==================== design 1
==> design_1/m1.png <==
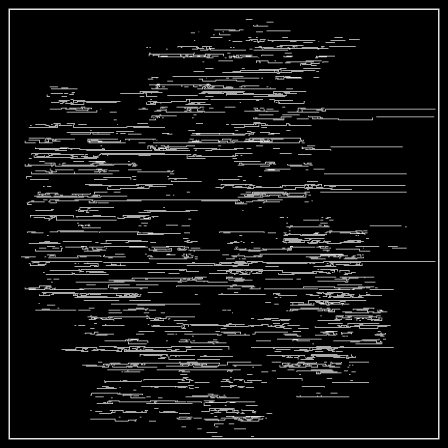
$ cat src/rtl/rx_block_assembler.sv
// Byte-stream framer: hunts for SYNC_BYTE, packs BLOCK_BYTES payload bytes into one word, holds it on valid/ready.
// Optional: define RX_BLOCK_CHECKSUM_EN to require a trailing XOR checksum byte after the payload.
module rx_block_assembler #(
    parameter int unsigned BLOCK_BYTES    = 8,
    parameter logic [7:0]  SYNC_BYTE      = 8'hA5,
    parameter int unsigned TIMEOUT_CYCLES = 1_000_000
) (
    input  logic                     clk,
    input  logic                     rst,
    input  logic [7:0]               in_data,
    input  logic                     in_valid,
    output logic [8*BLOCK_BYTES-1:0] block_data,
    output logic                     block_valid,
    input  logic                     block_ready,
    output logic                     frame_error,
    output logic                     overrun
);

    localparam int unsigned BLK_W = 8 * BLOCK_BYTES;
    localparam int unsigned CNT_W = $clog2(BLOCK_BYTES + 1);
    localparam int unsigned TMO_W = (TIMEOUT_CYCLES > 0) ? $clog2(TIMEOUT_CYCLES + 1) : 1;
    localparam logic [CNT_W-1:0] LAST_CNT = CNT_W'(BLOCK_BYTES - 1);
    localparam logic [TMO_W-1:0] TMO_LAST = TMO_W'(TIMEOUT_CYCLES - 1);

    typedef enum logic [1:0] {
        ST_WAIT_SYNC = 2'd0,
        ST_COLLECT   = 2'd1,
`ifdef RX_BLOCK_CHECKSUM_EN
        ST_CHECK     = 2'd2,
`endif
        ST_HOLD      = 2'd3
    } state_t;

    state_t           r_state;
    logic [CNT_W-1:0] r_byte_cnt;
    logic [TMO_W-1:0] r_tmo_cnt;
    logic [BLK_W-1:0] r_shift;
    logic [BLK_W-1:0] w_shift_next;
    logic             w_sync;
    logic             w_tmo_hit;
`ifdef RX_BLOCK_CHECKSUM_EN
    logic [7:0]       r_csum;
`endif

    // Shift the new byte in at the LS end so the first payload byte ends up MS.
    if (BLOCK_BYTES == 1) begin : g_one
        assign w_shift_next = in_data;
    end else begin : g_many
        assign w_shift_next = {r_shift[BLK_W-9:0], in_data};
    end

    assign w_sync    = in_valid && (in_data == SYNC_BYTE);
    assign w_tmo_hit = (TIMEOUT_CYCLES != 0) && !in_valid && (r_tmo_cnt == TMO_LAST);

    always_ff @(posedge clk) begin
        if (rst) begin
            r_state     <= ST_WAIT_SYNC;
            r_byte_cnt  <= '0;
            r_tmo_cnt   <= '0;
            r_shift     <= '0;
            block_data  <= '0;
            block_valid <= 1'b0;
            frame_error <= 1'b0;
            overrun     <= 1'b0;
`ifdef RX_BLOCK_CHECKSUM_EN
            r_csum      <= '0;
`endif
        end else begin
            frame_error <= 1'b0;
            overrun     <= 1'b0;
            case (r_state)
                ST_WAIT_SYNC: begin
                    if (w_sync) begin
                        r_state    <= ST_COLLECT;
                        r_byte_cnt <= '0;
                        r_tmo_cnt  <= '0;
                        r_shift    <= '0;
`ifdef RX_BLOCK_CHECKSUM_EN
                        r_csum     <= '0;
`endif
                    end
                end
                ST_COLLECT: begin
                    if (in_valid) begin
                        r_shift    <= w_shift_next;
                        r_byte_cnt <= r_byte_cnt + CNT_W'(1);
                        r_tmo_cnt  <= '0;
`ifdef RX_BLOCK_CHECKSUM_EN
                        r_csum     <= r_csum ^ in_data;
                        if (r_byte_cnt == LAST_CNT) begin
                            r_state <= ST_CHECK;
                        end
`else
                        if (r_byte_cnt == LAST_CNT) begin
                            r_state     <= ST_HOLD;
                            block_data  <= w_shift_next;
                            block_valid <= 1'b1;
                        end
`endif
                    end else if (w_tmo_hit) begin
                        frame_error <= 1'b1;
                        r_state     <= ST_WAIT_SYNC;
                    end else begin
                        r_tmo_cnt <= r_tmo_cnt + TMO_W'(1);
                    end
                end
`ifdef RX_BLOCK_CHECKSUM_EN
                ST_CHECK: begin
                    if (in_valid) begin
                        if (in_data == r_csum) begin
                            r_state     <= ST_HOLD;
                            block_data  <= r_shift;
                            block_valid <= 1'b1;
                        end else begin
                            frame_error <= 1'b1;
                            r_state     <= ST_WAIT_SYNC;
                        end
                    end else if (w_tmo_hit) begin
                        frame_error <= 1'b1;
                        r_state     <= ST_WAIT_SYNC;
                    end else begin
                        r_tmo_cnt <= r_tmo_cnt + TMO_W'(1);
                    end
                end
`endif
                ST_HOLD: begin
                    // A byte coinciding with the handshake is a sync candidate, not an overrun.
                    if (block_ready) begin
                        block_valid <= 1'b0;
                        if (w_sync) begin
                            r_state    <= ST_COLLECT;
                            r_byte_cnt <= '0;
                            r_tmo_cnt  <= '0;
                            r_shift    <= '0;
`ifdef RX_BLOCK_CHECKSUM_EN
                            r_csum     <= '0;
`endif
                        end else begin
                            r_state <= ST_WAIT_SYNC;
                        end
                    end else if (in_valid) begin
                        overrun <= 1'b1;
                    end
                end
                default: r_state <= ST_WAIT_SYNC;
            endcase
        end
    end

endmodule

$ cat config.mk
export PLATFORM = sky130hd
export DESIGN_NAME = rx_block_assembler
export DESIGN_NICKNAME = d
export VERILOG_FILES = /design/src/rtl/rx_block_assembler.sv
export SDC_FILE = /design/constraint.sdc
export NUM_CORES = 1
export LEC_CHECK = 0
export CORE_MARGIN = 2
export CORE_UTILIZATION = 26
export DETAILED_ROUTE_END_ITERATION = 10
export DONT_BUFFER_PORTS = 1
export PLACE_DENSITY = 0.42
export SYNTH_ARGS = -nofsm -noshare
export SYNTH_HDL_FRONTEND = slang
export SYNTH_SLANG_ARGS = --single-unit
$ cat constraint.sdc
create_clock -name clk -period 1.8 [get_ports clk]
set_input_delay 0.27 -clock clk [delete_from_list [all_inputs] [get_ports clk]]
set_output_delay 0.27 -clock clk [all_outputs]
set_load 0.05 [all_outputs]
==> reports/qor_table.md <==
| Parameter | Value | Unit |
|:---|:---|:---|
| Hold Crit Class | primary input to flip-flop | - |
| Reg clk slew, reported paths | 0.06 | ns |
| Part of the total power dissipated in the clock network | 0.522 | - |
| Critical Setup Path Class | flip-flop to flip-flop | - |
| Hold_ws | -0.0243 | ns |
| Combined flip-flop and latch cell area | 0.00298 | sq mm |
| Cell Area, Placed | 0.00601 | sq mm |
| Combinational Area | 0.00244 | sq mm |
| Final weighted congestion in routability-driven placement | 0.794 | - |
| FF+latch count, synth | 149 | - |
| Run status | complete, but fails checks | - |
| Most common cell after layout, fill and taps aside | dfxtp_1 | - |
| Number of I/O pins | 79 | - |
| Slack of the worst reg-to-reg path | 0.12 | ns |
| Violated checks | hold timing | - |
| Hold Fails Final Rpt | 51 | - |
| Number of global-route vias before repair | 4345 | - |
| CP Cell Sequence | and2b_2 > nand2_1 > or3_2 > buf_4 > nand2_1 > a21oi_1 | - |
| Post-route clock skew | 0.00886 | ns |
| Most common logic cells in the final layout | dfxtp_1, nand2_1, a21oi_1 | - |
Notes on design_1/m1.png above:
The layer carries 7100 um of wire. The wires run mostly horizontal.

==> per-layer routing <==
| layer | GRT usage | wire (um) | vias up |
|---|---|---|---|
| met2 | 0.205 | 6800 | 88 |
| met3 | 0.0436 | 918 | 8 |
| li1 | - | - | 2289 |
| met4 | 0.0444 | 169 | 0 |
| met1 | 0.179 | 7100 | 2134 |
| met5 | 0 | 0 | - |
==> layout make-up <==
type	instances	area share
inverters	4	0.00224
multi-input cells	454	0.365
flip-flops and latches	149	0.446
well taps	275	0.0514
clock buffers	19	0.0677
clock inverters	12	0.0230
repair buffers	33	0.0447

==================== design 2
===== src/rtl/pll0_drp_ctrl.sv =====
// PLLE4_ADV reconfiguration controller: holds the PLL in reset, rewrites the six
// divider/multiplier DRP registers by read-modify-write, releases reset and waits for lock.
module pll0_drp_ctrl #(
    parameter int unsigned RST_HOLD     = 8,
    parameter int unsigned DRDY_TIMEOUT = 64,
    parameter int unsigned LOCK_TIMEOUT = 65535
) (
    input  logic        clk_in0,
    input  logic        reset,
    input  logic        req,
    input  logic [6:0]  cfg_mult,
    input  logic [6:0]  cfg_div0,
    input  logic [6:0]  cfg_div1,
    output logic        busy,
    output logic        done,
    output logic        err,
    output logic [6:0]  drp_daddr,
    output logic        drp_den,
    output logic        drp_dwe,
    output logic [15:0] drp_di,
    input  logic [15:0] drp_do,
    input  logic        drp_drdy,
    output logic        pll_rst,
    input  logic        pll_locked,
    output logic        locked_out
);

    localparam int unsigned MAX_A   = (LOCK_TIMEOUT > DRDY_TIMEOUT) ? LOCK_TIMEOUT : DRDY_TIMEOUT;
    localparam int unsigned MAX_CNT = (MAX_A > RST_HOLD) ? MAX_A : RST_HOLD;
    localparam int unsigned CNT_W   = $clog2(MAX_CNT + 1);

    typedef enum logic [3:0] {
        S_IDLE, S_CHECK, S_HOLD, S_RD, S_RD_WAIT, S_WR, S_WR_WAIT,
        S_NEXT, S_RELEASE, S_LOCK_WAIT, S_FIN
    } state_t;

    state_t           state_q, state_d;
    logic [2:0]       idx_q, idx_d;
    logic [CNT_W-1:0] cnt_q, cnt_d;
    logic [6:0]       mult_q, mult_d, div0_q, div0_d, div1_q, div1_d;
    logic [15:0]      rd_q, rd_d;
    logic             busy_q, busy_d, done_q, done_d, err_q, err_d;
    logic             den_q, den_d, dwe_q, dwe_d, pll_rst_q, pll_rst_d;
    logic [6:0]       daddr_q, daddr_d;
    logic [15:0]      di_q, di_d;
    logic             sync1_q, sync2_q, locked_q, locked_d;
    logic             accept, err_evt, cfg_bad;
    logic [6:0]       ent_addr, ent_div;
    logic [5:0]       enc_hi, enc_lo;

    assign cfg_bad = (mult_q == 7'd0) || (div0_q == 7'd0) || (div1_q == 7'd0);

    // State and output registers
    always_ff @(posedge clk_in0) begin
        if (reset) begin
            state_q   <= S_IDLE;
            idx_q     <= '0;
            cnt_q     <= '0;
            mult_q    <= '0;
            div0_q    <= '0;
            div1_q    <= '0;
            rd_q      <= '0;
            busy_q    <= 1'b0;
            done_q    <= 1'b0;
            err_q     <= 1'b0;
            den_q     <= 1'b0;
            dwe_q     <= 1'b0;
            daddr_q   <= '0;
            di_q      <= '0;
            pll_rst_q <= 1'b0;
            sync1_q   <= 1'b0;
            sync2_q   <= 1'b0;
            locked_q  <= 1'b0;
        end else begin
            state_q   <= state_d;
            idx_q     <= idx_d;
            cnt_q     <= cnt_d;
            mult_q    <= mult_d;
            div0_q    <= div0_d;
            div1_q    <= div1_d;
            rd_q      <= rd_d;
            busy_q    <= busy_d;
            done_q    <= done_d;
            err_q     <= err_d;
            den_q     <= den_d;
            dwe_q     <= dwe_d;
            daddr_q   <= daddr_d;
            di_q      <= di_d;
            pll_rst_q <= pll_rst_d;
            sync1_q   <= pll_locked;
            sync2_q   <= sync1_q;
            locked_q  <= locked_d;
        end
    end

    // Next-state logic
    always_comb begin
        state_d = state_q;
        idx_d   = idx_q;
        cnt_d   = cnt_q;
        mult_d  = mult_q;
        div0_d  = div0_q;
        div1_d  = div1_q;
        rd_d    = rd_q;
        accept  = 1'b0;
        err_evt = 1'b0;
        case (state_q)
            S_IDLE: if (req) begin
                accept  = 1'b1;
                mult_d  = cfg_mult;
                div0_d  = cfg_div0;
                div1_d  = cfg_div1;
                state_d = S_CHECK;
            end
            S_CHECK: begin
                cnt_d = '0;
                if (cfg_bad) begin
                    err_evt = 1'b1;
                    state_d = S_FIN;
                end else begin
                    state_d = S_HOLD;
                end
            end
            S_HOLD: begin
                if (cnt_q == CNT_W'(RST_HOLD - 1)) begin
                    idx_d   = '0;
                    state_d = S_RD;
                end else begin
                    cnt_d = cnt_q + CNT_W'(1);
                end
            end
            S_RD: begin
                cnt_d   = '0;
                state_d = S_RD_WAIT;
            end
            S_RD_WAIT: begin
                if (drp_drdy) begin
                    rd_d    = drp_do;
                    state_d = S_WR;
                end else if (cnt_q == CNT_W'(DRDY_TIMEOUT - 1)) begin
                    err_evt = 1'b1;
                    state_d = S_RELEASE;
                end else begin
                    cnt_d = cnt_q + CNT_W'(1);
                end
            end
            S_WR: begin
                cnt_d   = '0;
                state_d = S_WR_WAIT;
            end
            S_WR_WAIT: begin
                if (drp_drdy) begin
                    state_d = S_NEXT;
                end else if (cnt_q == CNT_W'(DRDY_TIMEOUT - 1)) begin
                    err_evt = 1'b1;
                    state_d = S_RELEASE;
                end else begin
                    cnt_d = cnt_q + CNT_W'(1);
                end
            end
            S_NEXT: begin
                if (idx_q == 3'd5) begin
                    state_d = S_RELEASE;
                end else begin
                    idx_d   = idx_q + 3'd1;
                    state_d = S_RD;
                end
            end
            S_RELEASE: begin
                cnt_d   = '0;
                state_d = S_LOCK_WAIT;
            end
            S_LOCK_WAIT: begin
                if (sync2_q) begin
                    state_d = S_FIN;
                end else if (cnt_q == CNT_W'(LOCK_TIMEOUT - 1)) begin
                    err_evt = 1'b1;
                    state_d = S_FIN;
                end else begin
                    cnt_d = cnt_q + CNT_W'(1);
                end
            end
            S_FIN:   state_d = S_IDLE;
            default: state_d = S_IDLE;
        endcase
    end

    // Output logic; DRP strobes are decoded from the next state so den lines up with RD/WR
    always_comb begin
        busy_d    = busy_q;
        done_d    = 1'b0;
        err_d     = err_q;
        den_d     = 1'b0;
        dwe_d     = 1'b0;
        daddr_d   = daddr_q;
        di_d      = di_q;
        pll_rst_d = pll_rst_q;
        ent_addr  = 7'h15;
        ent_div   = mult_q;
        case (idx_d)
            3'd0:    ent_addr = 7'h08;
            3'd1:    ent_addr = 7'h09;
            3'd2:    ent_addr = 7'h0A;
            3'd3:    ent_addr = 7'h0B;
            3'd4:    ent_addr = 7'h14;
            default: ent_addr = 7'h15;
        endcase
        case (idx_d[2:1])
            2'd0:    ent_div = div0_q;
            2'd1:    ent_div = div1_q;
            default: ent_div = mult_q;
        endcase
        enc_hi = ent_div[6:1];
        enc_lo = 6'(ent_div - {1'b0, ent_div[6:1]});
        if (ent_div == 7'd1) begin
            enc_hi = 6'd1;
            enc_lo = 6'd1;
        end
        if (accept) begin
            busy_d = 1'b1;
            err_d  = 1'b0;
        end
        if (err_evt) err_d = 1'b1;
        if (state_q == S_CHECK && !cfg_bad) pll_rst_d = 1'b1;
        if (state_q == S_RELEASE) pll_rst_d = 1'b0;
        if (state_q == S_FIN) begin
            done_d = 1'b1;
            busy_d = 1'b0;
        end
        if (state_d == S_RD || state_d == S_WR) begin
            den_d   = 1'b1;
            dwe_d   = (state_d == S_WR);
            daddr_d = ent_addr;
        end
        if (state_d == S_WR) begin
            di_d = idx_d[0] ? {rd_d[15:8], ent_div[0], (ent_div == 7'd1), rd_d[5:0]}
                            : {rd_d[15:12], enc_hi, enc_lo};
        end
        locked_d = sync2_q & ~busy_d;
    end

    assign busy       = busy_q;
    assign done       = done_q;
    assign err        = err_q;
    assign drp_daddr  = daddr_q;
    assign drp_den    = den_q;
    assign drp_dwe    = dwe_q;
    assign drp_di     = di_q;
    assign pll_rst    = pll_rst_q;
    assign locked_out = locked_q;

endmodule

===== config.mk =====
export PLATFORM = sky130hd
export DESIGN_NAME = pll0_drp_ctrl
export DESIGN_NICKNAME = d
export VERILOG_FILES = /design/src/rtl/pll0_drp_ctrl.sv
export SDC_FILE = /design/constraint.sdc
export NUM_CORES = 1
export LEC_CHECK = 0
export ABC_AREA = 1
export ABC_CLOCK_PERIOD_IN_PS = 5300
export CAP_MARGIN = 5
export CORE_UTILIZATION = 50
export DETAILED_ROUTE_END_ITERATION = 10
export DONT_BUFFER_PORTS = 1
export SLEW_MARGIN = 10
export SYNTH_ARGS = -nofsm -noshare
export SYNTH_HDL_FRONTEND = slang
export SYNTH_SLANG_ARGS = --single-unit
export TNS_END_PERCENT = 10

===== constraint.sdc =====
create_clock -name clk_in0 -period 5.3 [get_ports clk_in0]
set_input_delay 1.06 -clock clk_in0 [delete_from_list [all_inputs] [get_ports clk_in0]]
set_output_delay 1.06 -clock clk_in0 [all_outputs]
set_load 0.1 [all_outputs]

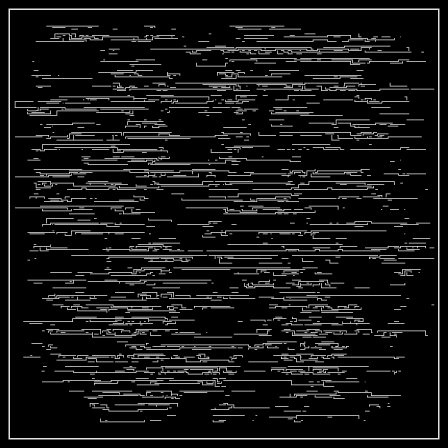
(design_2/m1.png)
The wires run mostly horizontal. 596 nets have wire on it. The layer carries 4690 um of wire.

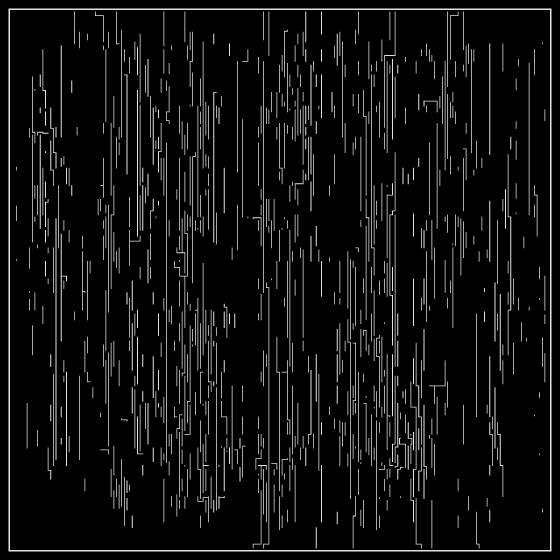
(design_2/m2.png)
The longest straight run is 55.9 um. The layer holds 43% of the routed length.
total wire length: 9450 um
Vias: 3721
met2 Resource Use GR: 0.335

==> reports/qor_table.md <==
| Parameter | Value | Unit |
|:---|:---|:---|
| Die area | 0.00893 | sq mm |
| Vert. Die Dim | 94.5 | um |
| Initial core utilization | 0.518 | - |
| Async set-or-reset flop fraction in the synthesized netlist | 0 | - |
| Number of sequential cells in the layout | 83 | - |
| Via/cell ratio | 5.29 | - |
| Setup TNS | 0 | ns |
| Row Count | 33 | - |
| Post-cts hold-fix buffer tally | 0 | - |
| Area growth syn-to-layout | 4.97 | % |
| Sequential portion of the cell area | 0.370 | - |
| Run status | complete, no violations | - |
| Leading cell types by total area after synthesis | dfxtp_1, nand2_1, nor2_1, inv_1, a21oi_1 | - |
| List of most frequent post-synthesis cells | nand2_1, dfxtp_1, nor2_1 | - |
| Initial antenna violation count | 0 | - |
| Clock buffer depth | 2 | - |
| Clock network power | 420 | uW |
| Global-route wire length before repair | 15500 | um |
| First-pass DRT Iterations | 5 | - |
| Average wire length per cell after detail routing | 13.4 | um |
| Combinational power share | 0.353 | - |
| Total power draw | 2260 | uW |
| Top contributor to total power | sequential cells | - |
| Final weighted congestion in routability-driven placement | 0.898 | - |
| Detailed Route Iter0 Violations | 140 | - |
| Actual transition at the worst max-transition pin | 1.02 | ns |
| Number of buffers added by the clock tree synthesis step | 9 | - |
| Non-filler cells in the finished layout | 703 | - |
| Power density cells | 504 | mW/mm^2 |
| Sw frac | 0.483 | - |
| FILL cells | 807 | - |
| Worst hold start | sync1_q$_SDFF_PP0_ | - |
| Cell Area, Placed | 0.00431 | sq mm |
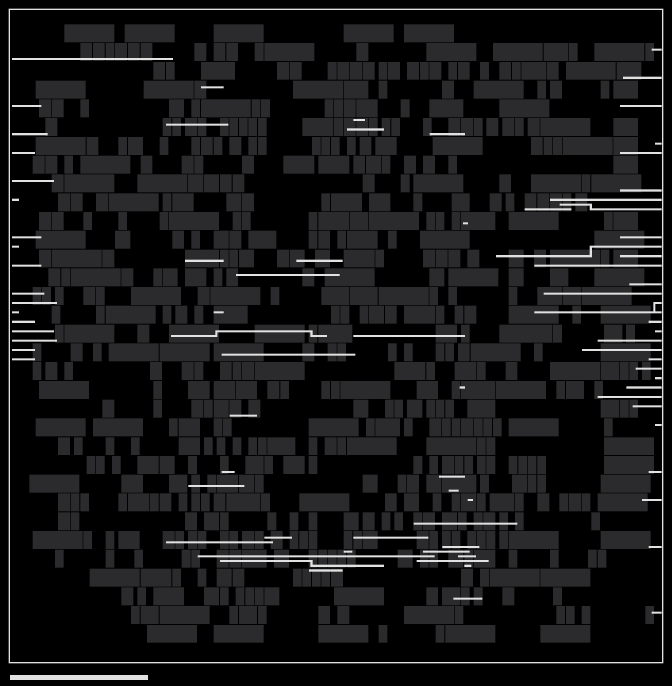
(design_2/m3.png)
Scale bar: 20 um.
The longest straight run is 34.0 um. 69 nets have wire on it. The layer carries 557 um of wire. The wires run mostly horizontal.

==> through the flow <==
stage               setup slack [ns]  utilization
floorplan                       2.36            -
global placement                1.88        0.522
detailed placement              1.82        0.522
CTS                             1.80        0.544
global route                    1.50        0.544
finish                          1.83        0.544
==> layer usage <==
layer  GRT usage  up-vias  wire length [um]  part of all wire
li1            -     1923                 -                 -
met1       0.313     1674              4690              0.50
met2       0.335      108              4020              0.43
met3      0.0435       16               557             0.059
met4      0.0909        0               170             0.018
met5           0        -                 0                 0
==> worst min-delay path, stage by stage, from the launching register on <==
cell and delay [ns]:
dfxtp_1 0.31, inv_1 0.05, nor2_1 0.03


==> layout pictures side by side <==
Congestion heat map.
picture 1
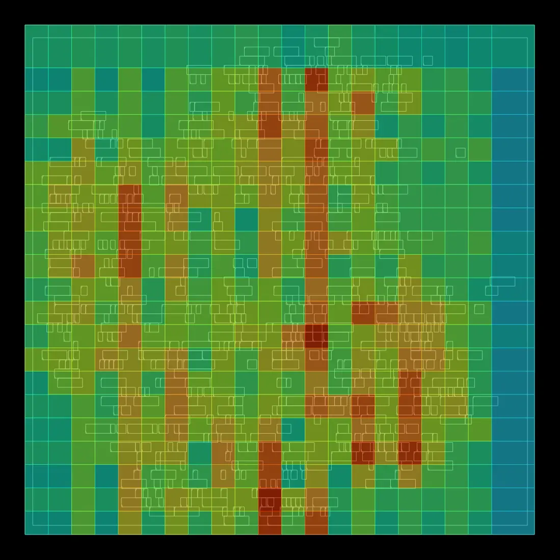
picture 2
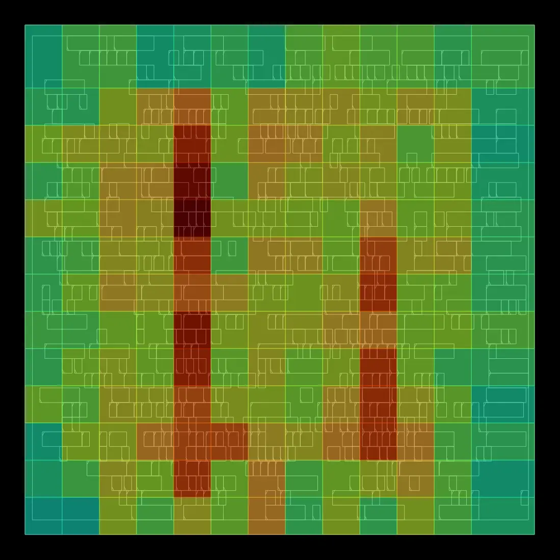
- highest utilization: picture 2
- highest track usage: picture 2
design 1 -> picture 1
design 2 -> picture 2

Power figures rest on the tool's default switching activity, not on a simulated workload.
